# instr_fetch_unit_flat

instr_fetch_unit_flat/layer_met3.png
Scale: 1.5 px per um.
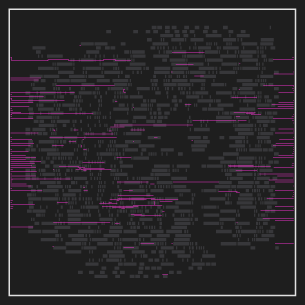

<file path="src/rtl/instr_fetch_unit_if.sv">
// Fetch-side bus bundle for instr_fetch_unit: instruction-memory address/data,
// redirect request, and the decode-facing valid/ready instruction stream.
// "master" is the fetch unit's view; "slave" is the memory/decode/branch side.
interface instr_fetch_unit_if #(
  parameter int unsigned FIFO_DEPTH = 2
);
  localparam int unsigned CW = $clog2(FIFO_DEPTH) + 1;

  logic [31:0]   PC_new;
  logic [31:0]   Instr;
  logic          redirect_valid;
  logic [31:0]   redirect_pc;
  logic          instr_valid;
  logic          instr_ready;
  logic [31:0]   instr_out;
  logic [31:0]   instr_pc;
  logic [CW-1:0] fifo_count;
  logic          halted;

  modport master (
    output PC_new,
    input  Instr,
    input  redirect_valid,
    input  redirect_pc,
    output instr_valid,
    input  instr_ready,
    output instr_out,
    output instr_pc,
    output fifo_count,
    output halted
  );

  modport slave (
    input  PC_new,
    output Instr,
    output redirect_valid,
    output redirect_pc,
    input  instr_valid,
    output instr_ready,
    input  instr_out,
    input  instr_pc,
    input  fifo_count,
    input  halted
  );
endinterface

</file>
<file path="src/rtl/instr_fetch_unit.sv">
// instr_fetch_unit: drives a word-indexed PC to a combinational instruction
// memory, captures {PC, Instr} into a small prefetch FIFO and hands the FIFO
// head to decode over valid/ready. Redirects flush the FIFO and reload the PC.
// Optional feature macro: FETCH_HALT_EN -- stop fetching after HALT_WORD is
// pushed; without it, halted is constant 0 and fetching never stops.
module instr_fetch_unit #(
  parameter logic [31:0] RESET_PC   = 32'h0000_0000,
  parameter int unsigned FIFO_DEPTH = 2,
  parameter logic [31:0] HALT_WORD  = 32'h0000_0000
) (
  input  logic                    clk,
  input  logic                    rst_n,
  instr_fetch_unit_if.master      bus
);

  localparam int unsigned PW = $clog2(FIFO_DEPTH);
  localparam int unsigned CW = PW + 1;
  localparam logic [CW-1:0] DEPTH_C = CW'(FIFO_DEPTH);

`ifdef FETCH_HALT_EN
  localparam bit HALT_EN = 1'b1;
`else
  localparam bit HALT_EN = 1'b0;
`endif

  logic [31:0]   pc_q;
  logic [PW-1:0] wr_ptr_q, rd_ptr_q;
  logic [CW-1:0] count_q;
  logic [31:0]   head_instr_q, head_pc_q;
  logic          halted_q;

  logic [31:0]   st_instr [FIFO_DEPTH];
  logic [31:0]   st_pc    [FIFO_DEPTH];

  logic          pop;
  logic          fetch_en;
  logic [PW-1:0] rd_ptr_n, wr_ptr_n;
  logic [CW-1:0] count_n;
  logic [CW-1:0] left_after_pop;
  logic          head_load;
  logic [31:0]   head_instr_n, head_pc_n;
  logic          halt_hit;

  assign pop      = (count_q != '0) && bus.instr_ready;
  assign fetch_en = !bus.redirect_valid && !halted_q && ((count_q < DEPTH_C) || pop);
  assign halt_hit = HALT_EN && fetch_en && (bus.Instr == HALT_WORD);

  // Next FIFO pointers/count and the value the head register will present.
  // The head is a register rather than a read of storage so that an empty
  // FIFO keeps showing the last delivered instruction. When the entry being
  // pushed becomes the head, it is taken straight from the memory bus.
  always_comb begin
    rd_ptr_n       = rd_ptr_q;
    wr_ptr_n       = wr_ptr_q;
    count_n        = count_q;
    left_after_pop = count_q - CW'(pop);
    head_load      = 1'b0;
    head_instr_n   = head_instr_q;
    head_pc_n      = head_pc_q;
    if (bus.redirect_valid) begin
      rd_ptr_n = '0;
      wr_ptr_n = '0;
      count_n  = '0;
    end else begin
      rd_ptr_n = rd_ptr_q + PW'(pop);
      wr_ptr_n = wr_ptr_q + PW'(fetch_en);
      count_n  = left_after_pop + CW'(fetch_en);
      if (left_after_pop != '0) begin
        head_load    = 1'b1;
        head_instr_n = st_instr[rd_ptr_n];
        head_pc_n    = st_pc[rd_ptr_n];
      end else if (fetch_en) begin
        head_load    = 1'b1;
        head_instr_n = bus.Instr;
        head_pc_n    = pc_q;
      end
    end
  end

  // Control state: PC, pointers, occupancy, head registers, halt flag.
  always_ff @(posedge clk or negedge rst_n) begin
    if (!rst_n) begin
      pc_q         <= RESET_PC;
      wr_ptr_q     <= '0;
      rd_ptr_q     <= '0;
      count_q      <= '0;
      head_instr_q <= '0;
      head_pc_q    <= '0;
      halted_q     <= 1'b0;
    end else begin
      wr_ptr_q <= wr_ptr_n;
      rd_ptr_q <= rd_ptr_n;
      count_q  <= count_n;
      if (bus.redirect_valid) begin
        pc_q     <= bus.redirect_pc;
        halted_q <= 1'b0;
      end else begin
        if (fetch_en) pc_q <= pc_q + 32'd1;
        if (halt_hit) halted_q <= 1'b1;
      end
      if (head_load) begin
        head_instr_q <= head_instr_n;
        head_pc_q    <= head_pc_n;
      end
    end
  end

  // FIFO storage: written at the tail on every fetch; contents are don't-care
  // until written, so no reset is needed.
  always_ff @(posedge clk) begin
    if (fetch_en) begin
      st_instr[wr_ptr_q] <= bus.Instr;
      st_pc[wr_ptr_q]    <= pc_q;
    end
  end

  assign bus.PC_new      = pc_q;
  assign bus.instr_valid = (count_q != '0);
  assign bus.instr_out   = head_instr_q;
  assign bus.instr_pc    = head_pc_q;
  assign bus.fifo_count  = count_q;
  assign bus.halted      = halted_q;

endmodule
</file>
<file path="src/flat_wrapper.sv">
// flat-port wrapper written by rule: the top's interface ports become plain ports
module instr_fetch_unit_flat 
#(
  parameter logic [31:0] RESET_PC   = 32'h0000_0000,
  parameter int unsigned FIFO_DEPTH = 2,
  parameter logic [31:0] HALT_WORD  = 32'h0000_0000
)
  (clk, rst_n, bus_PC_new, bus_Instr, bus_redirect_valid, bus_redirect_pc, bus_instr_valid, bus_instr_ready, bus_instr_out, bus_instr_pc, bus_fifo_count, bus_halted);
  instr_fetch_unit_if #(.FIFO_DEPTH(FIFO_DEPTH)) bus_i ();
  input  logic clk;
  input  logic rst_n;
  output wire logic [$bits(bus_i.PC_new)-1:0] bus_PC_new;
  input wire logic [$bits(bus_i.Instr)-1:0] bus_Instr;
  input wire logic [$bits(bus_i.redirect_valid)-1:0] bus_redirect_valid;
  input wire logic [$bits(bus_i.redirect_pc)-1:0] bus_redirect_pc;
  output wire logic [$bits(bus_i.instr_valid)-1:0] bus_instr_valid;
  input wire logic [$bits(bus_i.instr_ready)-1:0] bus_instr_ready;
  output wire logic [$bits(bus_i.instr_out)-1:0] bus_instr_out;
  output wire logic [$bits(bus_i.instr_pc)-1:0] bus_instr_pc;
  output wire logic [$bits(bus_i.fifo_count)-1:0] bus_fifo_count;
  output wire logic [$bits(bus_i.halted)-1:0] bus_halted;
  assign bus_PC_new = bus_i.PC_new;
  assign bus_i.Instr = bus_Instr;
  assign bus_i.redirect_valid = bus_redirect_valid;
  assign bus_i.redirect_pc = bus_redirect_pc;
  assign bus_instr_valid = bus_i.instr_valid;
  assign bus_i.instr_ready = bus_instr_ready;
  assign bus_instr_out = bus_i.instr_out;
  assign bus_instr_pc = bus_i.instr_pc;
  assign bus_fifo_count = bus_i.fifo_count;
  assign bus_halted = bus_i.halted;
  instr_fetch_unit #(.RESET_PC(RESET_PC), .FIFO_DEPTH(FIFO_DEPTH), .HALT_WORD(HALT_WORD)) u_core (.clk(clk), .rst_n(rst_n), .bus(bus_i));
endmodule
</file>
<file path="config.mk">
export PLATFORM = sky130hd
export DESIGN_NAME = instr_fetch_unit_flat
export DESIGN_NICKNAME = d
export VERILOG_FILES = /design/src/rtl/instr_fetch_unit_if.sv /design/src/rtl/instr_fetch_unit.sv /design/src/flat_wrapper.sv
export SDC_FILE = /design/constraint.sdc
export NUM_CORES = 1
export LEC_CHECK = 0
export ABC_AREA = 1
export ABC_CLOCK_PERIOD_IN_PS = 4800
export CORE_MARGIN = 10
export CORE_UTILIZATION = 36
export CTS_CLUSTER_SIZE = 28
export DETAILED_ROUTE_END_ITERATION = 6
export PLACE_DENSITY = 0.6
export SYNTH_ARGS = -nofsm -noshare
export SYNTH_HDL_FRONTEND = slang
export SYNTH_SLANG_ARGS = --single-unit
</file>
<file path="constraint.sdc">
create_clock -name clk -period 4.8 [get_ports clk]
set_input_delay 1.2 -clock clk [delete_from_list [all_inputs] [get_ports clk]]
set_output_delay 1.2 -clock clk [all_outputs]
set_load 0.01 [all_outputs]
</file>
# ks_multicycle_ctrl_flat

## config.mk

```make
export PLATFORM = sky130hd
export DESIGN_NAME = ks_multicycle_ctrl_flat
export DESIGN_NICKNAME = d
export VERILOG_FILES = /design/src/rtl/ks_multicycle_ctrl.sv /design/src/rtl/ks_multicycle_ctrl_if.sv /design/src/flat_wrapper.sv
export SDC_FILE = /design/constraint.sdc
export NUM_CORES = 1
export LEC_CHECK = 0
export CAP_MARGIN = 20
export CORE_MARGIN = 2
export CORE_UTILIZATION = 39
export CTS_CLUSTER_DIAMETER = 60
export DETAILED_ROUTE_END_ITERATION = 7
export PLACE_DENSITY = 0.95
export SETUP_SLACK_MARGIN = 0.02
export SYNTH_ARGS = -nofsm -noshare
export SYNTH_HDL_FRONTEND = slang
export SYNTH_SLANG_ARGS = --single-unit
```

## constraint.sdc

```tcl
create_clock -name clk -period 4.6 [get_ports clk]
set_input_delay 0.69 -clock clk [delete_from_list [all_inputs] [get_ports clk]]
set_output_delay 0.69 -clock clk [all_outputs]
set_load 0.03 [all_outputs]
```

## src/rtl/ks_multicycle_ctrl.sv

```systemverilog
// K&S multi-cycle control FSM with configurable RAM wait states.
// Optional performance counters enabled by defining KS_CTRL_PERF_CNT_EN.
package k_and_s_pkg;
  typedef enum logic [4:0] {
    I_NOP, I_LOAD, I_STORE, I_MOVE, I_ADD, I_SUB, I_AND, I_OR, I_BRANCH,
    I_BZERO, I_BNZERO, I_BNEG, I_BNNEG, I_BOV, I_BNOV, I_HALT
  } decoded_instruction_type;
endpackage

module ks_multicycle_ctrl
  import k_and_s_pkg::*;
#(
  parameter int MEM_WAIT = 0,
  parameter int CNT_W    = 32
) (
  input  logic                    clk,
  input  logic                    rst,
  input  logic                    run,
  input  decoded_instruction_type decoded_instruction,
  input  logic                    zero_op,
  input  logic                    neg_op,
  input  logic                    unsigned_overflow,
  input  logic                    signed_overflow,
  ks_multicycle_ctrl_if.master    ctl,
  output logic [CNT_W-1:0]        cycle_count,
  output logic [CNT_W-1:0]        instr_count
);
  typedef enum logic [2:0] {
    S_FETCH, S_DECODE, S_EXEC_ALU, S_LOAD, S_STORE, S_BRANCH, S_HALTED
  } state_t;

  localparam logic [3:0] WLAST = 4'(MEM_WAIT);

  state_t     state, dec_next;
  logic [3:0] wcnt;
  logic [1:0] alu_op, dec_op;
  logic       alu_flags, dec_fl;
  logic       fetch_go, at_last, ovf;
  logic       br, pc, ir, wr, as, cs, fl, ram, hlt;
  logic [1:0] op;

  // run only gates the start of a fetch; an access in progress always finishes
  assign fetch_go = (wcnt != 4'd0) || run;
  assign at_last  = (wcnt == WLAST);
  assign ovf      = signed_overflow | unsigned_overflow;

  always_comb begin
    dec_next = S_FETCH;
    dec_op   = 2'b00;
    dec_fl   = 1'b0;
    case (decoded_instruction)
      I_ADD:    begin dec_next = S_EXEC_ALU; dec_op = 2'b01; dec_fl = 1'b1; end
      I_SUB:    begin dec_next = S_EXEC_ALU; dec_op = 2'b10; dec_fl = 1'b1; end
      I_AND:    begin dec_next = S_EXEC_ALU; dec_op = 2'b11; dec_fl = 1'b1; end
      I_OR:     begin dec_next = S_EXEC_ALU; dec_op = 2'b00; dec_fl = 1'b1; end
      I_MOVE:   dec_next = S_EXEC_ALU;
      I_LOAD:   dec_next = S_LOAD;
      I_STORE:  dec_next = S_STORE;
      I_HALT:   dec_next = S_HALTED;
      I_BRANCH: dec_next = S_BRANCH;
      I_BZERO:  if (zero_op)  dec_next = S_BRANCH;
      I_BNZERO: if (!zero_op) dec_next = S_BRANCH;
      I_BNEG:   if (neg_op)   dec_next = S_BRANCH;
      I_BNNEG:  if (!neg_op)  dec_next = S_BRANCH;
      I_BOV:    if (ovf)      dec_next = S_BRANCH;
      I_BNOV:   if (!ovf)     dec_next = S_BRANCH;
      default:  dec_next = S_FETCH;
    endcase
  end

  always_ff @(posedge clk) begin
    if (rst) begin
      state     <= S_FETCH;
      wcnt      <= 4'd0;
      alu_op    <= 2'b00;
      alu_flags <= 1'b0;
    end else begin
      case (state)
        S_FETCH: if (fetch_go) begin
          if (at_last) begin
            wcnt  <= 4'd0;
            state <= S_DECODE;
          end else wcnt <= wcnt + 4'd1;
        end
        S_DECODE: begin
          state     <= dec_next;
          alu_op    <= dec_op;
          alu_flags <= dec_fl;
        end
        S_LOAD: if (at_last) begin
          wcnt  <= 4'd0;
          state <= S_FETCH;
        end else wcnt <= wcnt + 4'd1;
        S_HALTED: state <= S_HALTED;
        default:  state <= S_FETCH;
      endcase
    end
  end

  // Gating on rst keeps an aborted instruction from writing in the reset cycle
  always_comb begin
    {br, pc, ir, wr, as, cs, fl, ram, hlt} = '0;
    op = 2'b00;
    if (!rst) begin
      case (state)
        S_FETCH:    if (fetch_go && at_last) begin ir = 1'b1; pc = 1'b1; end
        S_EXEC_ALU: begin wr = 1'b1; op = alu_op; fl = alu_flags; end
        S_LOAD:     begin as = 1'b1; if (at_last) begin wr = 1'b1; cs = 1'b1; end end
        S_STORE:    begin as = 1'b1; ram = 1'b1; end
        S_BRANCH:   begin br = 1'b1; pc = 1'b1; end
        S_HALTED:   hlt = 1'b1;
        default:    ;
      endcase
    end
  end

  assign ctl.branch           = br;
  assign ctl.pc_enable        = pc;
  assign ctl.ir_enable        = ir;
  assign ctl.write_reg_enable = wr;
  assign ctl.addr_sel         = as;
  assign ctl.c_sel            = cs;
  assign ctl.operation        = op;
  assign ctl.flags_reg_enable = fl;
  assign ctl.ram_write_enable = ram;
  assign ctl.halt             = hlt;

`ifdef KS_CTRL_PERF_CNT_EN
  logic [CNT_W-1:0] cyc_q, ins_q;

  always_ff @(posedge clk) begin
    if (rst) begin
      cyc_q <= '0;
      ins_q <= '0;
    end else begin
      if (state != S_HALTED && cyc_q != '1) cyc_q <= cyc_q + 1'b1;
      if (ir && ins_q != '1)                ins_q <= ins_q + 1'b1;
    end
  end

  assign cycle_count = rst ? '0 : cyc_q;
  assign instr_count = rst ? '0 : ins_q;
`else
  assign cycle_count = '0;
  assign instr_count = '0;
`endif
endmodule

```

## src/rtl/ks_multicycle_ctrl_if.sv

```systemverilog
// Datapath/RAM control bundle driven by the K&S multi-cycle controller.
interface ks_multicycle_ctrl_if;
  logic       branch;
  logic       pc_enable;
  logic       ir_enable;
  logic       write_reg_enable;
  logic       addr_sel;
  logic       c_sel;
  logic [1:0] operation;
  logic       flags_reg_enable;
  logic       ram_write_enable;
  logic       halt;

  modport master (output branch, pc_enable, ir_enable, write_reg_enable, addr_sel,
                  c_sel, operation, flags_reg_enable, ram_write_enable, halt);
  modport slave  (input  branch, pc_enable, ir_enable, write_reg_enable, addr_sel,
                  c_sel, operation, flags_reg_enable, ram_write_enable, halt);
endinterface

```

## src/flat_wrapper.sv

```systemverilog
// flat-port wrapper written by rule: the top's interface ports become plain ports
module ks_multicycle_ctrl_flat import k_and_s_pkg::*;
#(
  parameter int MEM_WAIT = 0,
  parameter int CNT_W    = 32
)
  (clk, rst, run, decoded_instruction, zero_op, neg_op, unsigned_overflow, signed_overflow, cycle_count, instr_count, ctl_branch, ctl_pc_enable, ctl_ir_enable, ctl_write_reg_enable, ctl_addr_sel, ctl_c_sel, ctl_operation, ctl_flags_reg_enable, ctl_ram_write_enable, ctl_halt);
  ks_multicycle_ctrl_if ctl_i ();
  input  logic clk;
  input  logic rst;
  input  logic run;
  input  decoded_instruction_type decoded_instruction;
  input  logic zero_op;
  input  logic neg_op;
  input  logic unsigned_overflow;
  input  logic signed_overflow;
  output logic [CNT_W-1:0] cycle_count;
  output logic [CNT_W-1:0] instr_count;
  output wire logic [$bits(ctl_i.branch)-1:0] ctl_branch;
  output wire logic [$bits(ctl_i.pc_enable)-1:0] ctl_pc_enable;
  output wire logic [$bits(ctl_i.ir_enable)-1:0] ctl_ir_enable;
  output wire logic [$bits(ctl_i.write_reg_enable)-1:0] ctl_write_reg_enable;
  output wire logic [$bits(ctl_i.addr_sel)-1:0] ctl_addr_sel;
  output wire logic [$bits(ctl_i.c_sel)-1:0] ctl_c_sel;
  output wire logic [$bits(ctl_i.operation)-1:0] ctl_operation;
  output wire logic [$bits(ctl_i.flags_reg_enable)-1:0] ctl_flags_reg_enable;
  output wire logic [$bits(ctl_i.ram_write_enable)-1:0] ctl_ram_write_enable;
  output wire logic [$bits(ctl_i.halt)-1:0] ctl_halt;
  assign ctl_branch = ctl_i.branch;
  assign ctl_pc_enable = ctl_i.pc_enable;
  assign ctl_ir_enable = ctl_i.ir_enable;
  assign ctl_write_reg_enable = ctl_i.write_reg_enable;
  assign ctl_addr_sel = ctl_i.addr_sel;
  assign ctl_c_sel = ctl_i.c_sel;
  assign ctl_operation = ctl_i.operation;
  assign ctl_flags_reg_enable = ctl_i.flags_reg_enable;
  assign ctl_ram_write_enable = ctl_i.ram_write_enable;
  assign ctl_halt = ctl_i.halt;
  ks_multicycle_ctrl #(.MEM_WAIT(MEM_WAIT), .CNT_W(CNT_W)) u_core (.clk(clk), .rst(rst), .run(run), .decoded_instruction(decoded_instruction), .zero_op(zero_op), .neg_op(neg_op), .unsigned_overflow(unsigned_overflow), .signed_overflow(signed_overflow), .ctl(ctl_i), .cycle_count(cycle_count), .instr_count(instr_count));
endmodule
```

# phase_sequencer_flat

**src/rtl/phase_sequencer_if.sv**
```systemverilog
// Fetch-stage bus between the accumulator-CPU controller and phase_sequencer.
// Carries step_mode/step only when SINGLE_STEP_EN is defined.
interface phase_sequencer_if #(
  parameter int DWIDTH = 8,
  parameter int AWIDTH = 5
);
  logic              rd;
  logic              ld_ir;
  logic              halt;
  logic              mem_rdy;
  logic [DWIDTH-1:0] data_in;
  logic              resume;
`ifdef SINGLE_STEP_EN
  logic              step_mode;
  logic              step;
`endif
  logic [2:0]        phase;
  logic [2:0]        opcode;
  logic [AWIDTH-1:0] ir_addr;
  logic              running;
  logic              bus_err;

`ifdef SINGLE_STEP_EN
  modport master (output rd, ld_ir, halt, mem_rdy, data_in, resume, step_mode, step,
                  input  phase, opcode, ir_addr, running, bus_err);
  modport slave  (input  rd, ld_ir, halt, mem_rdy, data_in, resume, step_mode, step,
                  output phase, opcode, ir_addr, running, bus_err);
`else
  modport master (output rd, ld_ir, halt, mem_rdy, data_in, resume,
                  input  phase, opcode, ir_addr, running, bus_err);
  modport slave  (input  rd, ld_ir, halt, mem_rdy, data_in, resume,
                  output phase, opcode, ir_addr, running, bus_err);
`endif
endinterface

```
**src/rtl/phase_sequencer.sv**
```systemverilog
// Instruction phase generator and instruction register for the 8-bit accumulator CPU,
// with memory wait states, halt/resume and bus timeout. Optional: SINGLE_STEP_EN.
module phase_sequencer #(
  parameter int DWIDTH   = 8,
  parameter int AWIDTH   = 5,
  parameter int WAIT_MAX = 15
) (
  input  logic               clk,
  input  logic               rst,
  phase_sequencer_if.slave   bus
);

`ifdef SINGLE_STEP_EN
  typedef enum logic [1:0] {
    ST_RUN       = 2'd0,
    ST_HALTED    = 2'd1,
    ST_STEP_WAIT = 2'd2
  } state_t;
`else
  typedef enum logic [1:0] {
    ST_RUN    = 2'd0,
    ST_HALTED = 2'd1
  } state_t;
`endif

  localparam logic [7:0] WAIT_MAX_C  = WAIT_MAX[7:0];
  localparam logic [7:0] WAIT_LAST_C = 8'(WAIT_MAX - 1);

  state_t            state_q, state_d;
  logic [2:0]        phase_q, phase_d;
  logic [DWIDTH-1:0] ir_q, ir_d;
  logic [7:0]        wait_q, wait_d;
  logic              bus_err_q, bus_err_d;
  logic              running_q;
  logic              stall_s;

  assign stall_s = bus.rd & ~bus.mem_rdy;

  // Next-state, phase, wait counter and instruction register
  always_comb begin
    state_d   = state_q;
    phase_d   = phase_q;
    wait_d    = wait_q;
    bus_err_d = bus_err_q;
    ir_d      = ir_q;

    if (bus.ld_ir && !stall_s && (state_q == ST_RUN)) begin
      ir_d = bus.data_in;
    end else begin
      ir_d = ir_q;
    end

    case (state_q)
      ST_RUN: begin
        if (bus.halt) begin
          state_d = ST_HALTED;
        end else if (stall_s) begin
          wait_d = (wait_q == WAIT_MAX_C) ? wait_q : wait_q + 8'd1;
          // Timeout: the stall that would reach WAIT_MAX cycles parks the CPU
          if (wait_q == WAIT_LAST_C) begin
            bus_err_d = 1'b1;
            state_d   = ST_HALTED;
          end else begin
            state_d = ST_RUN;
          end
        end else begin
          wait_d = 8'd0;
`ifdef SINGLE_STEP_EN
          if ((phase_q == 3'd7) && bus.step_mode) begin
            phase_d = 3'd0;
            state_d = ST_STEP_WAIT;
          end else begin
            phase_d = phase_q + 3'd1;
          end
`else
          phase_d = phase_q + 3'd1;
`endif
        end
      end
      ST_HALTED: begin
        if (bus.resume && !bus_err_q) begin
          phase_d = phase_q + 3'd1;
          state_d = ST_RUN;
          wait_d  = 8'd0;
        end else begin
          state_d = ST_HALTED;
        end
      end
`ifdef SINGLE_STEP_EN
      ST_STEP_WAIT: begin
        if (!bus.step_mode) begin
          state_d = ST_RUN;
        end else if (bus.step) begin
          phase_d = 3'd1;
          state_d = ST_RUN;
        end else begin
          state_d = ST_STEP_WAIT;
        end
      end
`endif
      default: begin
        state_d = ST_RUN;
      end
    endcase
  end

  // State and output registers
  always_ff @(posedge clk or posedge rst) begin
    if (rst) begin
      state_q   <= ST_RUN;
      phase_q   <= 3'd0;
      ir_q      <= '0;
      wait_q    <= 8'd0;
      bus_err_q <= 1'b0;
      running_q <= 1'b1;
    end else begin
      state_q   <= state_d;
      phase_q   <= phase_d;
      ir_q      <= ir_d;
      wait_q    <= wait_d;
      bus_err_q <= bus_err_d;
      running_q <= (state_d == ST_RUN);
    end
  end

  assign bus.phase   = phase_q;
  assign bus.opcode  = ir_q[DWIDTH-1 -: 3];
  assign bus.ir_addr = ir_q[AWIDTH-1:0];
  assign bus.running = running_q;
  assign bus.bus_err = bus_err_q;

endmodule
```
**src/flat_wrapper.sv**
```systemverilog
// flat-port wrapper written by rule: the top's interface ports become plain ports
module phase_sequencer_flat 
#(
  parameter int DWIDTH   = 8,
  parameter int AWIDTH   = 5,
  parameter int WAIT_MAX = 15
)
  (clk, rst, bus_rd, bus_ld_ir, bus_halt, bus_mem_rdy, bus_data_in, bus_resume, bus_phase, bus_opcode, bus_ir_addr, bus_running, bus_bus_err);
  phase_sequencer_if #(.DWIDTH(DWIDTH), .AWIDTH(AWIDTH)) bus_i ();
  input  logic clk;
  input  logic rst;
  input wire logic [$bits(bus_i.rd)-1:0] bus_rd;
  input wire logic [$bits(bus_i.ld_ir)-1:0] bus_ld_ir;
  input wire logic [$bits(bus_i.halt)-1:0] bus_halt;
  input wire logic [$bits(bus_i.mem_rdy)-1:0] bus_mem_rdy;
  input wire logic [$bits(bus_i.data_in)-1:0] bus_data_in;
  input wire logic [$bits(bus_i.resume)-1:0] bus_resume;
  output wire logic [$bits(bus_i.phase)-1:0] bus_phase;
  output wire logic [$bits(bus_i.opcode)-1:0] bus_opcode;
  output wire logic [$bits(bus_i.ir_addr)-1:0] bus_ir_addr;
  output wire logic [$bits(bus_i.running)-1:0] bus_running;
  output wire logic [$bits(bus_i.bus_err)-1:0] bus_bus_err;
  assign bus_i.rd = bus_rd;
  assign bus_i.ld_ir = bus_ld_ir;
  assign bus_i.halt = bus_halt;
  assign bus_i.mem_rdy = bus_mem_rdy;
  assign bus_i.data_in = bus_data_in;
  assign bus_i.resume = bus_resume;
  assign bus_phase = bus_i.phase;
  assign bus_opcode = bus_i.opcode;
  assign bus_ir_addr = bus_i.ir_addr;
  assign bus_running = bus_i.running;
  assign bus_bus_err = bus_i.bus_err;
  phase_sequencer #(.DWIDTH(DWIDTH), .AWIDTH(AWIDTH), .WAIT_MAX(WAIT_MAX)) u_core (.clk(clk), .rst(rst), .bus(bus_i));
endmodule
```
**config.mk**
```make
export PLATFORM = sky130hd
export DESIGN_NAME = phase_sequencer_flat
export DESIGN_NICKNAME = d
export VERILOG_FILES = /design/src/rtl/phase_sequencer_if.sv /design/src/rtl/phase_sequencer.sv /design/src/flat_wrapper.sv
export SDC_FILE = /design/constraint.sdc
export NUM_CORES = 1
export LEC_CHECK = 0
export CAP_MARGIN = 5
export CORE_MARGIN = 2
export CORE_UTILIZATION = 52
export DETAILED_ROUTE_END_ITERATION = 10
export PLACE_DENSITY = 0.93
export REMOVE_ABC_BUFFERS = 1
export SKIP_CTS_REPAIR_TIMING = 1
export SYNTH_ARGS = -nofsm -noshare
export SYNTH_HDL_FRONTEND = slang
export SYNTH_SLANG_ARGS = --single-unit
```
**constraint.sdc**
```tcl
create_clock -name clk -period 5.1 [get_ports clk]
set_clock_uncertainty 0.15 [all_clocks]
set_input_delay 0.765 -clock clk [delete_from_list [all_inputs] [get_ports clk]]
set_output_delay 0.765 -clock clk [all_outputs]
set_load 0.02 [all_outputs]
```
# mm_bridge_loader

===== config.mk =====
export PLATFORM = sky130hd
export DESIGN_NAME = mm_bridge_loader
export DESIGN_NICKNAME = d
export VERILOG_FILES = /design/src/rtl/mm_bridge_loader.sv
export SDC_FILE = /design/constraint.sdc
export NUM_CORES = 1
export LEC_CHECK = 0
export CAP_MARGIN = 20
export CORE_UTILIZATION = 39
export CTS_CLUSTER_SIZE = 25
export DETAILED_ROUTE_END_ITERATION = 16
export PLACE_DENSITY = 0.94
export SLEW_MARGIN = 15
export SYNTH_ARGS = -nofsm -noshare
export SYNTH_HDL_FRONTEND = slang
export SYNTH_SLANG_ARGS = --single-unit

===== constraint.sdc =====
create_clock -name clock_i -period 2.5 [get_ports clock_i]
set_input_delay 0.25 -clock clock_i [delete_from_list [all_inputs] [get_ports clock_i]]
set_output_delay 0.25 -clock clock_i [all_outputs]
set_load 0.05 [all_outputs]

===== src/rtl/mm_bridge_loader.sv =====
// ---------------------------------------------------------------------------
// mm_bridge_loader
//
// Host-side companion of the Montgomery multiplier. It owns the second port
// of the shared bridge BRAM. It loads one operand set from a 17-bit
// valid/ready stream into the BRAM layout that the multiplier reads, then
// pulses the multiplier start. After the multiplier reports done, it reads
// the s result sections back and streams them out, least significant first.
//
// BRAM layout (word index k):
//   0            p_prime_0
//   1 .. s       p[0..s-1]
//   s+1 .. 2s    a[0..s-1]   (result sections overwrite these)
//   2s+1 .. 3s   b[0..s-1]
//
// Ports:
//   clock_i      single clock
//   reset_i      asynchronous, active-high reset
//   s_data_i     operand word, LS section first
//   s_valid_i    operand word valid
//   s_ready_o    operand word accepted when s_valid_i & s_ready_o
//   m_data_o     result section, LS first
//   m_valid_o    result word valid
//   m_ready_i    downstream ready
//   m_last_o     high together with result section s-1
//   BRAM_addr_o  bridge BRAM address, zero-extended to 32 bits
//   BRAM_din_o   BRAM write data
//   BRAM_dout_i  BRAM read data, valid one cycle after an enabled read
//   BRAM_we_o    BRAM write enable
//   BRAM_en_o    BRAM enable
//   mm_start_o   one-cycle start pulse to the multiplier
//   mm_done_i    multiplier done, only looked at while waiting for it
//   busy_o       high whenever the loader is not idle
// ---------------------------------------------------------------------------
module mm_bridge_loader #(
  parameter int s        = 8,
  parameter int RES_BASE = s + 1
) (
  input  logic        clock_i,
  input  logic        reset_i,
  input  logic [16:0] s_data_i,
  input  logic        s_valid_i,
  output logic        s_ready_o,
  output logic [16:0] m_data_o,
  output logic        m_valid_o,
  input  logic        m_ready_i,
  output logic        m_last_o,
  output logic [31:0] BRAM_addr_o,
  output logic [16:0] BRAM_din_o,
  input  logic [16:0] BRAM_dout_i,
  output logic        BRAM_we_o,
  output logic        BRAM_en_o,
  output logic        mm_start_o,
  input  logic        mm_done_i,
  output logic        busy_o
);

  localparam int KW = $clog2(3 * s + 1);
  localparam int JW = $clog2(s);
  localparam int AW = $clog2(4 * s);

  localparam logic [KW-1:0] K_LAST   = KW'(3 * s);
  localparam logic [JW-1:0] J_LAST   = JW'(s - 1);
  localparam logic [AW-1:0] RES_ADDR = AW'(RES_BASE);

  localparam logic [2:0] ST_IDLE  = 3'd0;
  localparam logic [2:0] ST_LOAD  = 3'd1;
  localparam logic [2:0] ST_START = 3'd2;
  localparam logic [2:0] ST_WAIT  = 3'd3;
  localparam logic [2:0] ST_RD    = 3'd4;
  localparam logic [2:0] ST_RDW   = 3'd5;
  localparam logic [2:0] ST_SEND  = 3'd6;

  logic [2:0]    state_q;
  logic [2:0]    state_d;
  logic [KW-1:0] k_q;
  logic [JW-1:0] j_q;
  logic [16:0]   data_q;
  logic          armed_q;

  logic          in_load;
  logic          wr_fire;
  logic          m_fire;
  logic [AW-1:0] addr_local;

  // Ingress is open only while idle or loading. armed_q keeps s_ready_o low
  // while reset is asserted and until the first clock edge after it is
  // released, because the reset state is IDLE.
  assign in_load   = (state_q == ST_IDLE) || (state_q == ST_LOAD);
  assign s_ready_o = armed_q & in_load;
  assign wr_fire   = s_valid_i & s_ready_o;
  assign m_fire    = (state_q == ST_SEND) & m_ready_i;

  // Next-state logic. mm_done_i is only looked at in WAIT, so a done pulse
  // in any other state has no effect.
  always_comb begin
    state_d = state_q;
    case (state_q)
      ST_IDLE: begin
        if (wr_fire) begin
          state_d = (k_q == K_LAST) ? ST_START : ST_LOAD;
        end
      end
      ST_LOAD: begin
        if (wr_fire && (k_q == K_LAST)) begin
          state_d = ST_START;
        end
      end
      ST_START: state_d = ST_WAIT;
      ST_WAIT: begin
        if (mm_done_i) begin
          state_d = ST_RD;
        end
      end
      ST_RD:  state_d = ST_RDW;
      ST_RDW: state_d = ST_SEND;
      ST_SEND: begin
        if (m_fire) begin
          state_d = (j_q == J_LAST) ? ST_IDLE : ST_RD;
        end
      end
      default: state_d = ST_IDLE;
    endcase
  end

  // State register, word counters and the captured result word. The k
  // counter stops at 3s because that handshake hands over to START. Both
  // counters clear when the result stream finishes.
  always_ff @(posedge clock_i or posedge reset_i) begin
    if (reset_i) begin
      state_q <= ST_IDLE;
      k_q     <= '0;
      j_q     <= '0;
      data_q  <= '0;
      armed_q <= 1'b0;
    end else begin
      armed_q <= 1'b1;
      state_q <= state_d;

      if ((state_q == ST_SEND) && (state_d == ST_IDLE)) begin
        k_q <= '0;
      end else if (wr_fire && (k_q != K_LAST)) begin
        k_q <= k_q + 1'b1;
      end

      if (m_fire) begin
        if (j_q == J_LAST) begin
          j_q <= '0;
        end else begin
          j_q <= j_q + 1'b1;
        end
      end

      // Read data from the RD cycle arrives during RDW.
      if (state_q == ST_RDW) begin
        data_q <= BRAM_dout_i;
      end
    end
  end

  // BRAM port. Writes are combinational from the ingress handshake, so each
  // word lands at address k in the same cycle it is accepted. The address
  // is forced to zero outside load and read cycles.
  always_comb begin
    addr_local = '0;
    if (wr_fire) begin
      addr_local = AW'(k_q);
    end else if (state_q == ST_RD) begin
      addr_local = RES_ADDR + AW'(j_q);
    end
  end

  assign BRAM_addr_o = {{(32 - AW){1'b0}}, addr_local};
  assign BRAM_din_o  = wr_fire ? s_data_i : 17'd0;
  assign BRAM_we_o   = wr_fire;
  assign BRAM_en_o   = wr_fire | (state_q == ST_RD);

  assign mm_start_o  = (state_q == ST_START);
  assign m_valid_o   = (state_q == ST_SEND);
  assign m_last_o    = (state_q == ST_SEND) && (j_q == J_LAST);
  assign m_data_o    = data_q;
  assign busy_o      = (state_q != ST_IDLE);

endmodule



## Gallery

Cell sizes after repair.
shot_01.png
Scale: 6 px per um.
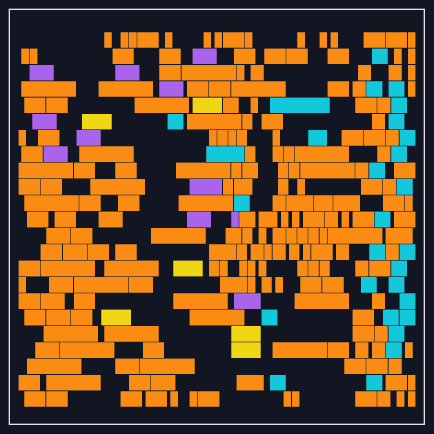
shot_02.png
Scale: 8 px per um.
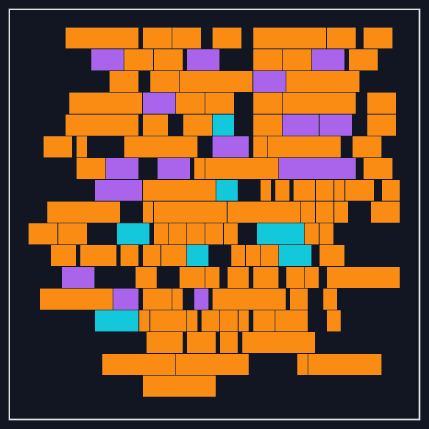
shot_03.png
Scale: 2 px per um.
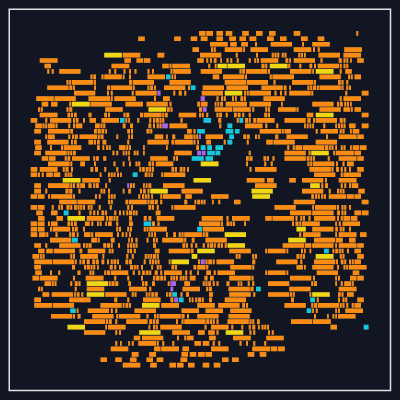
shot_04.png
Scale: 6 px per um.
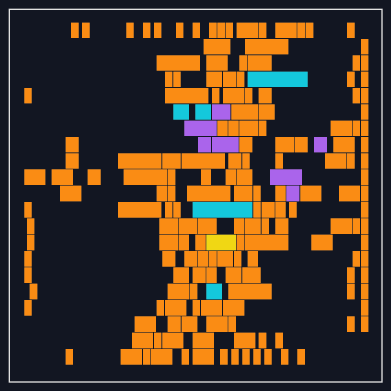
Of these, largest die: shot_03.png
phase_sequencer_flat: shot_02.png
mm_bridge_loader: shot_01.png
ks_multicycle_ctrl_flat: shot_04.png
instr_fetch_unit_flat: shot_03.png

instr_fetch_unit_flat/flops_by_reg.png
Scale: 2 px per um. Other sequential cells in the stronger grey, the rest of the logic in the fainter grey.
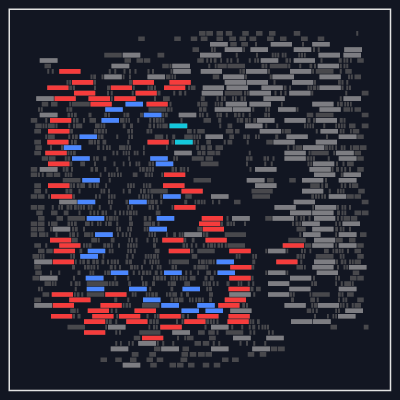
- blue: u_core.bus.PC_new (flops 32)
- red: u_core.st_pc (flops 64)
- cyan: u_core.bus.fifo_count (flops 2)
- not coloured: 130

## Picture notes: instr_fetch_unit_flat/layer_met3.png
- share of all routed wire: 6.3%
- wire length on this layer: 1890 um
- main direction: horizontal
- nets with wire on the layer: 145
- longest straight run: 54.3 um

==> deck_impl_summary.md, instr_fetch_unit_flat <==
Synthesis and Place & Route Summary

Run status
  – Run status: finished, final reports clean

Floorplan
  – Io pins: 168

Detailed routing
  – Number of remaining DRC errors: 0
  – Via/cell ratio: 4.76
  – Uppermost metal layer occupied by signal nets: met4

Timing
  – Unrepaired setup endpoints after global routing: false
  – Worst setup slack after layout: 1.58 ns

Global route
  – Global route hottest layer: met2
  – Number of antenna violations at the first check in global routing: 0

Synthesis
  – Count of instantiated cells in the yosys netlist: 1169
  – Dominant Register Cell: sky130_fd_sc_hd__edfxtp_1
  – Floorplan net count: 1240
  – Syn Inst Count: 1169

Place
  – DP Wirelength: 20000 um

Layout
  – Top Layout Cells: sky130_fd_sc_hd__nand2_1, sky130_fd_sc_hd__clkdlybuf4s50_1, sky130_fd_sc_hd__nor2_1

Setup path
  – Worst setup path start: bus_instr_ready
  – Type of origin of the critical path: primary input
  – Highest cell delay on the worst timing path: 0.85 ns

Power and ir drop
  – Power of the sequential group: 3.26 mW
instr_fetch_unit_flat: cell families after synthesis:
group	share of synthesized area, %
DFF	61.1
AOI/OAI and AO/OA	4.69
xor gates and xnor gates	0.253
buffers and inverters	5.80
adders and majority gates	0.362
other	0.0361
and+or+nand+nor	27.8
instr_fetch_unit_flat: state kept, by name (all words and copies together), names as in the netlist:
name                   count
u_core.bus.fifo_count      2
u_core.bus.instr_pc       32
u_core.st_pc              64
u_core.wr_ptr_q            1
u_core.st_instr           64
u_core.bus.instr_out      32
u_core.rd_ptr_q            1
u_core.bus.PC_new         32
instr_fetch_unit_flat: worst reg2reg max path, stage by stage (launching register included):
cell,delay [ns]
sky130_fd_sc_hd__dfrtp_1,0.47
sky130_fd_sc_hd__o21a_1,0.22
sky130_fd_sc_hd__ha_1,0.32
sky130_fd_sc_hd__nand3_4,0.11
sky130_fd_sc_hd__buf_4,0.85
sky130_fd_sc_hd__nand3_1,0.31
sky130_fd_sc_hd__nand2_1,0.11
sky130_fd_sc_hd__nand2_1,0.05
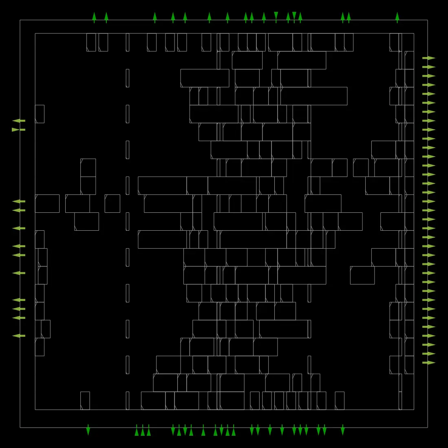
ks_multicycle_ctrl_flat/placement.png
Well-Tap Cells: 46
Filler cells: 336
final cell utilization of the core: 40.9%

ks_multicycle_ctrl_flat/layer_met3.png
Scale: 4 px per um.
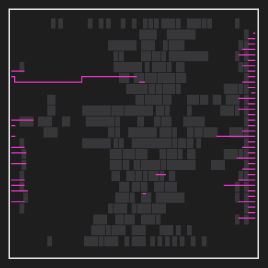
- longest straight run: 16.8 um
- nets with wire on the layer: 49
- wire length on this layer: 163 um
- main direction: horizontal
Total Routed Length: 2120 um
routed vias: 962

==> deck_impl_summary.md, ks_multicycle_ctrl_flat <==
Synthesis and Place & Route Summary

Run status
  – Run status: finished, final reports clean

Setup path
  – Highest cell delay on the worst timing path: 0.68 ns
  – Setup slack of the worst register-to-register path: 2.67 ns
  – Path depth of the worst reg2reg path: 6
  – Cell count along the critical path: 5

Synthesis
  – Post-synth top cells: sky130_fd_sc_hd__buf_4, sky130_fd_sc_hd__nor2_1, sky130_fd_sc_hd__dfxtp_1, sky130_fd_sc_hd__nand2_1, sky130_fd_sc_hd__nor3_1
  – Most instantiated library cell after synthesis: sky130_fd_sc_hd__buf_4
  – Share of synthesized cell area in and, or, nand and nor gates: 23.5%
  – Post-Synthesis Mean Instance Area: 7.87 um2
  – Synth unique cells: 47
  – Post-synthesis async set-or-reset flop share: 0%

Timing
  – Worst hold-check slack: 0.467 ns

Layout
  – Finished layout cell area: 1340 um2
  – Sequential cell area in the final layout: 200 um2

Min path
  – Worst Hold Depth: 2

Detailed routing
  – Number of remaining DRC errors: 0
  – Uppermost metal layer occupied by signal nets: met4

Clocking
  – Setup Buffers After CTS: 0
  – H-Tree Depth: 1

Floorplan
  – Io pins: 87

Power and ir drop
  – Logic gate share of total power: 43.6%
ks_multicycle_ctrl_flat: flip-flops by register name, indices dropped and copies added, names as in the netlist:
name / cells
u_core.alu_flags: 1
u_core.state: 3
u_core.alu_op: 2
u_core.wcnt: 4
ks_multicycle_ctrl_flat: cell usage in the layout, fill, tap and decap left out, types with 2 or more instances in the layout:
cell                              count
sky130_fd_sc_hd__nor4b_1              3
sky130_fd_sc_hd__ha_1                 2
sky130_fd_sc_hd__clkbuf_4             3
sky130_fd_sc_hd__or2_2                2
sky130_fd_sc_hd__clkdlybuf4s50_1     22
sky130_fd_sc_hd__and2_1               3
sky130_fd_sc_hd__nand2b_1             2
sky130_fd_sc_hd__nor3_1               6
sky130_fd_sc_hd__a21boi_0             2
sky130_fd_sc_hd__a21oi_1              5
sky130_fd_sc_hd__mux2i_1              4
sky130_fd_sc_hd__nor2b_1              2
sky130_fd_sc_hd__conb_1              64
sky130_fd_sc_hd__and3_1               2
sky130_fd_sc_hd__dfxtp_1             10
sky130_fd_sc_hd__inv_1                4
sky130_fd_sc_hd__nor2_1              13
sky130_fd_sc_hd__nand2_1              6
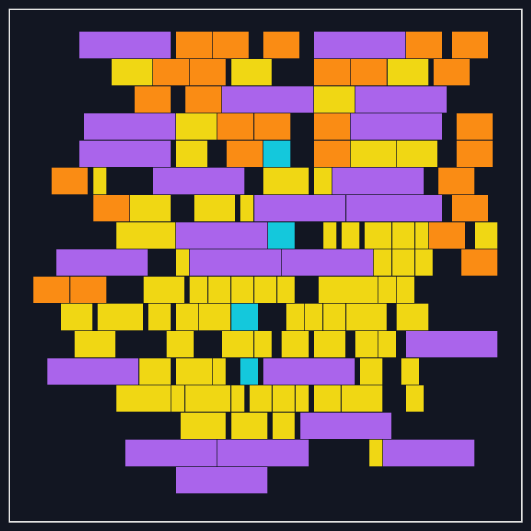
phase_sequencer_flat/placement_by_type.png
Scale: 10 px per um.
- cyan: clock drivers and dummy loads (cells 4)
- orange: other buffers and delay cells (cells 27)
- yellow: combinational and other logic (cells 71)
- purple: flops (cells 23)

phase_sequencer_flat/placement.png
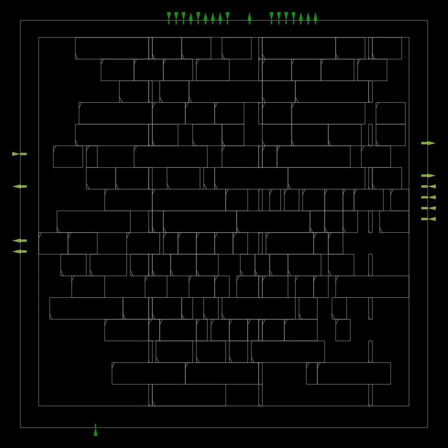
final cell utilization of the core: 68.0%
Filler cells: 150

==> deck_impl_summary.md, phase_sequencer_flat <==
Synthesis and Place & Route Summary

Run status
  – Run status: finished, final reports clean

Synthesis
  – Count of instantiated cells in the yosys netlist: 99
  – Post-synthesis async set-or-reset flop share: 100%
  – Count of flip-flops with a built-in enable after synthesis: 0
  – Synth unique cells: 40

Detailed routing
  – Average detailed-routed wire length per instance: 14.7 um
  – Met3 wirelength from detailed routing: 100 um
  – Routed vias: 857
  – Iteration count of the initial detailed-routing pass: 4

Place
  – Post-place instance area: 1430 um2

Layout
  – Final instance count without filler cells: 153

Timing
  – Number of endpoints with negative hold slack in the final report: 0

Setup path
  – Critical path buffer and inverter count: 1

Global route
  – Number of antenna violations at the first check in global routing: 0

Clocking
  – Root buffer cell: sky130_fd_sc_hd__clkbuf_4
phase_sequencer_flat: state kept, by name, summed over array words and instances, names as in the netlist:
register / cells
u_core.bus.bus_err: 1
u_core.bus.phase: 3
u_core.wait_q: 8
u_core.state_q: 2
u_core.ir_q: 8
u_core.bus.running: 1
phase_sequencer_flat: power breakdown:
part	internal (mW)	switching, mW
clock	0.0292	0.0538
sequential	0.215	0.0280
combinational	0.0923	0.0731
total	0.337	0.155
phase_sequencer_flat: cell families (layout without fill, tap and decap cells):
group / count (synthesis) / count (layout) / synth area share, %
simple gates: 29 / 29 / 15.9
flops: 23 / 23 / 50.0
compound gates: 21 / 21 / 13.3
mux: 12 / 12 / 11.8
buf+inv: 8 / 34 / 3.14
fa+ha+maj: 3 / 3 / 3.25
xor+xnor: 2 / 2 / 2.17
other cells: 1 / 1 / 0.325
phase_sequencer_flat: cell type report:
class                   instances  area (um2)  area share [%]
multi-input cells              68         541            37.0
clock buffers                   3        22.5            1.54
clock inverters                 1        5.00           0.342
inverters                       3        11.3           0.771
repair buffers                 27         270            18.5
well taps                      28        35.0            2.40
flip-flops and latches         23         577            39.5
mm_bridge_loader/flops_by_reg.png
Scale: 6 px per um. Other sequential cells in the stronger grey, the rest of the logic in the fainter grey.
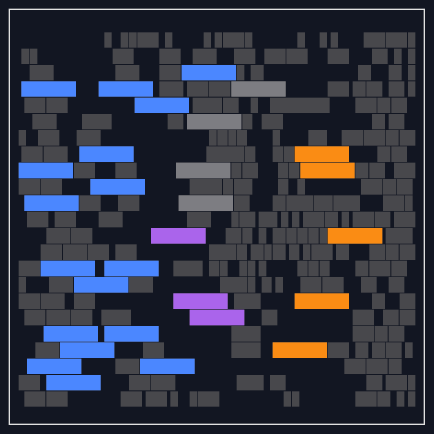
- purple: j_q (flops 3)
- orange: k_q (flops 5)
- blue: m_data_o (flops 17)
- not coloured: 4

==> deck_impl_summary.md, mm_bridge_loader <==
Synthesis and Place & Route Summary

Run status
  – Run status: finished, final reports clean

Synthesis
  – Synth unique cells: 35
  – Post-synthesis async set-or-reset flop share: 100%
  – Share of synthesized area spent on multiplexers: 13.9%
  – Share of synthesized cell area in and, or, nand and nor gates: 17.7%

Clocking
  – H-Tree Depth: 2
  – Post-CTS sizing: 0
  – Clock latency on the worst-skew pair: 0.27 ns
  – Clock-pin transition on the worst setup and hold timing paths: 0.06 ns
  – Root buffer cell: sky130_fd_sc_hd__clkbuf_8
  – Hold bufs inserted after CTS: 0

Timing
  – Worst rel slew slack: 63.2%
  – Peak clock frequency supported by timing: 435 MHz

Global route
  – Global-route wire length before repair: 5820 um
  – Largest net degree at the start of global routing: 28

Setup path
  – Type of origin of the critical path: register
  – Cell count along the critical path: 3
  – Beginning of the worst register-to-register path: state_q[2]$_DFF_PP0_
  – Max FO, Critical Path: 12
  – Data arrival at the endpoint of the critical path: 2.05 ns
  – End of the worst register-to-register path: state_q[0]$_DFF_PP0_

Power and ir drop
  – Static Leak: 1.22 nW
  – Internal power of the cells: 1.59 mW
  – Logic gate share of total power: 60.6%

Layout
  – Relative area change from synthesis to final layout: 46.3%
  – Antenna diodes: 0

Floorplan
  – Io pins: 112

Place
  – Post-place instance area: 2460 um2
mm_bridge_loader: layout make-up:
type / instances / area [um2]
multi-input cells: 123 / 838
fillers: 350 / 1590
clock buffers: 7 / 86.3
well taps: 50 / 62.6
flip-flops and latches: 29 / 726
repair buffers: 86 / 803
inverters: 9 / 38.8
mm_bridge_loader: registers in the layout (all words and copies together), names as in the netlist:
register  count
armed_q       1
m_data_o     17
j_q           3
k_q           5
state_q       3
mm_bridge_loader: routing by layer:
layer | wire [um] | global-route usage [%] | up-vias
met5 | 0 | 0 | -
met4 | 87 | 7.91 | 0
met3 | 556 | 7.57 | 14
met2 | 1880 | 30.3 | 114
met1 | 1350 | 17.3 | 674
li1 | - | - | 684
mm_bridge_loader: power groups by stage:
stage	Sequential, mW	Clock, mW	Combinational (mW)
floorplan	1.32	0	0.948
global placement	0.865	0	1.91
detailed placement	0.883	0	1.94
CTS	0.876	0.399	1.95
global route	0.913	0.422	2.05
finish	0.876	0.381	1.94


==> notes/layouts.md <==
Pictures saved along the way, in no particular order.

Placement by cell class.
(a)
Scale: 8 px per um.
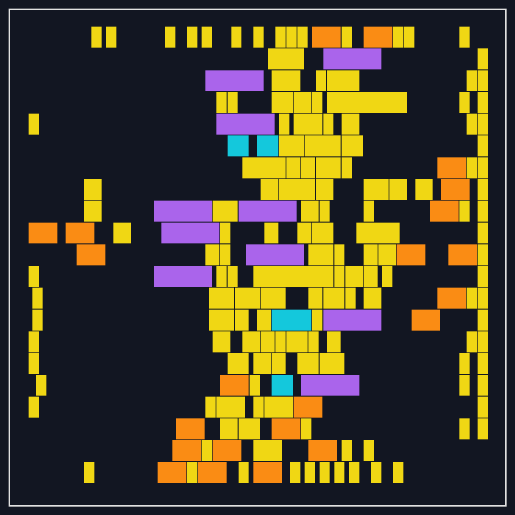
(b)
Scale: 2 px per um.
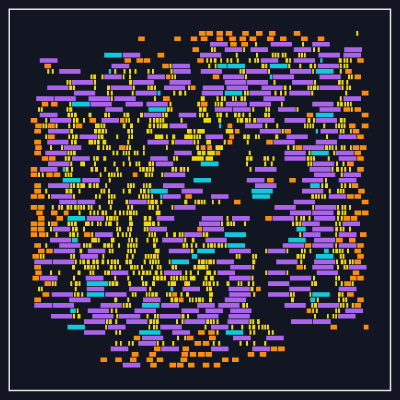
(c)
Scale: 6 px per um.
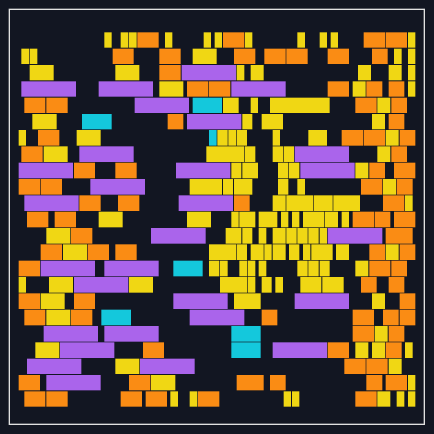
The one with the most cells is (b).
The one with the fewest sequential cells is (a).
ks_multicycle_ctrl_flat is (a).
instr_fetch_unit_flat is (b).
mm_bridge_loader is (c).

Power figures rest on the tool's default switching activity, not on a simulated workload.
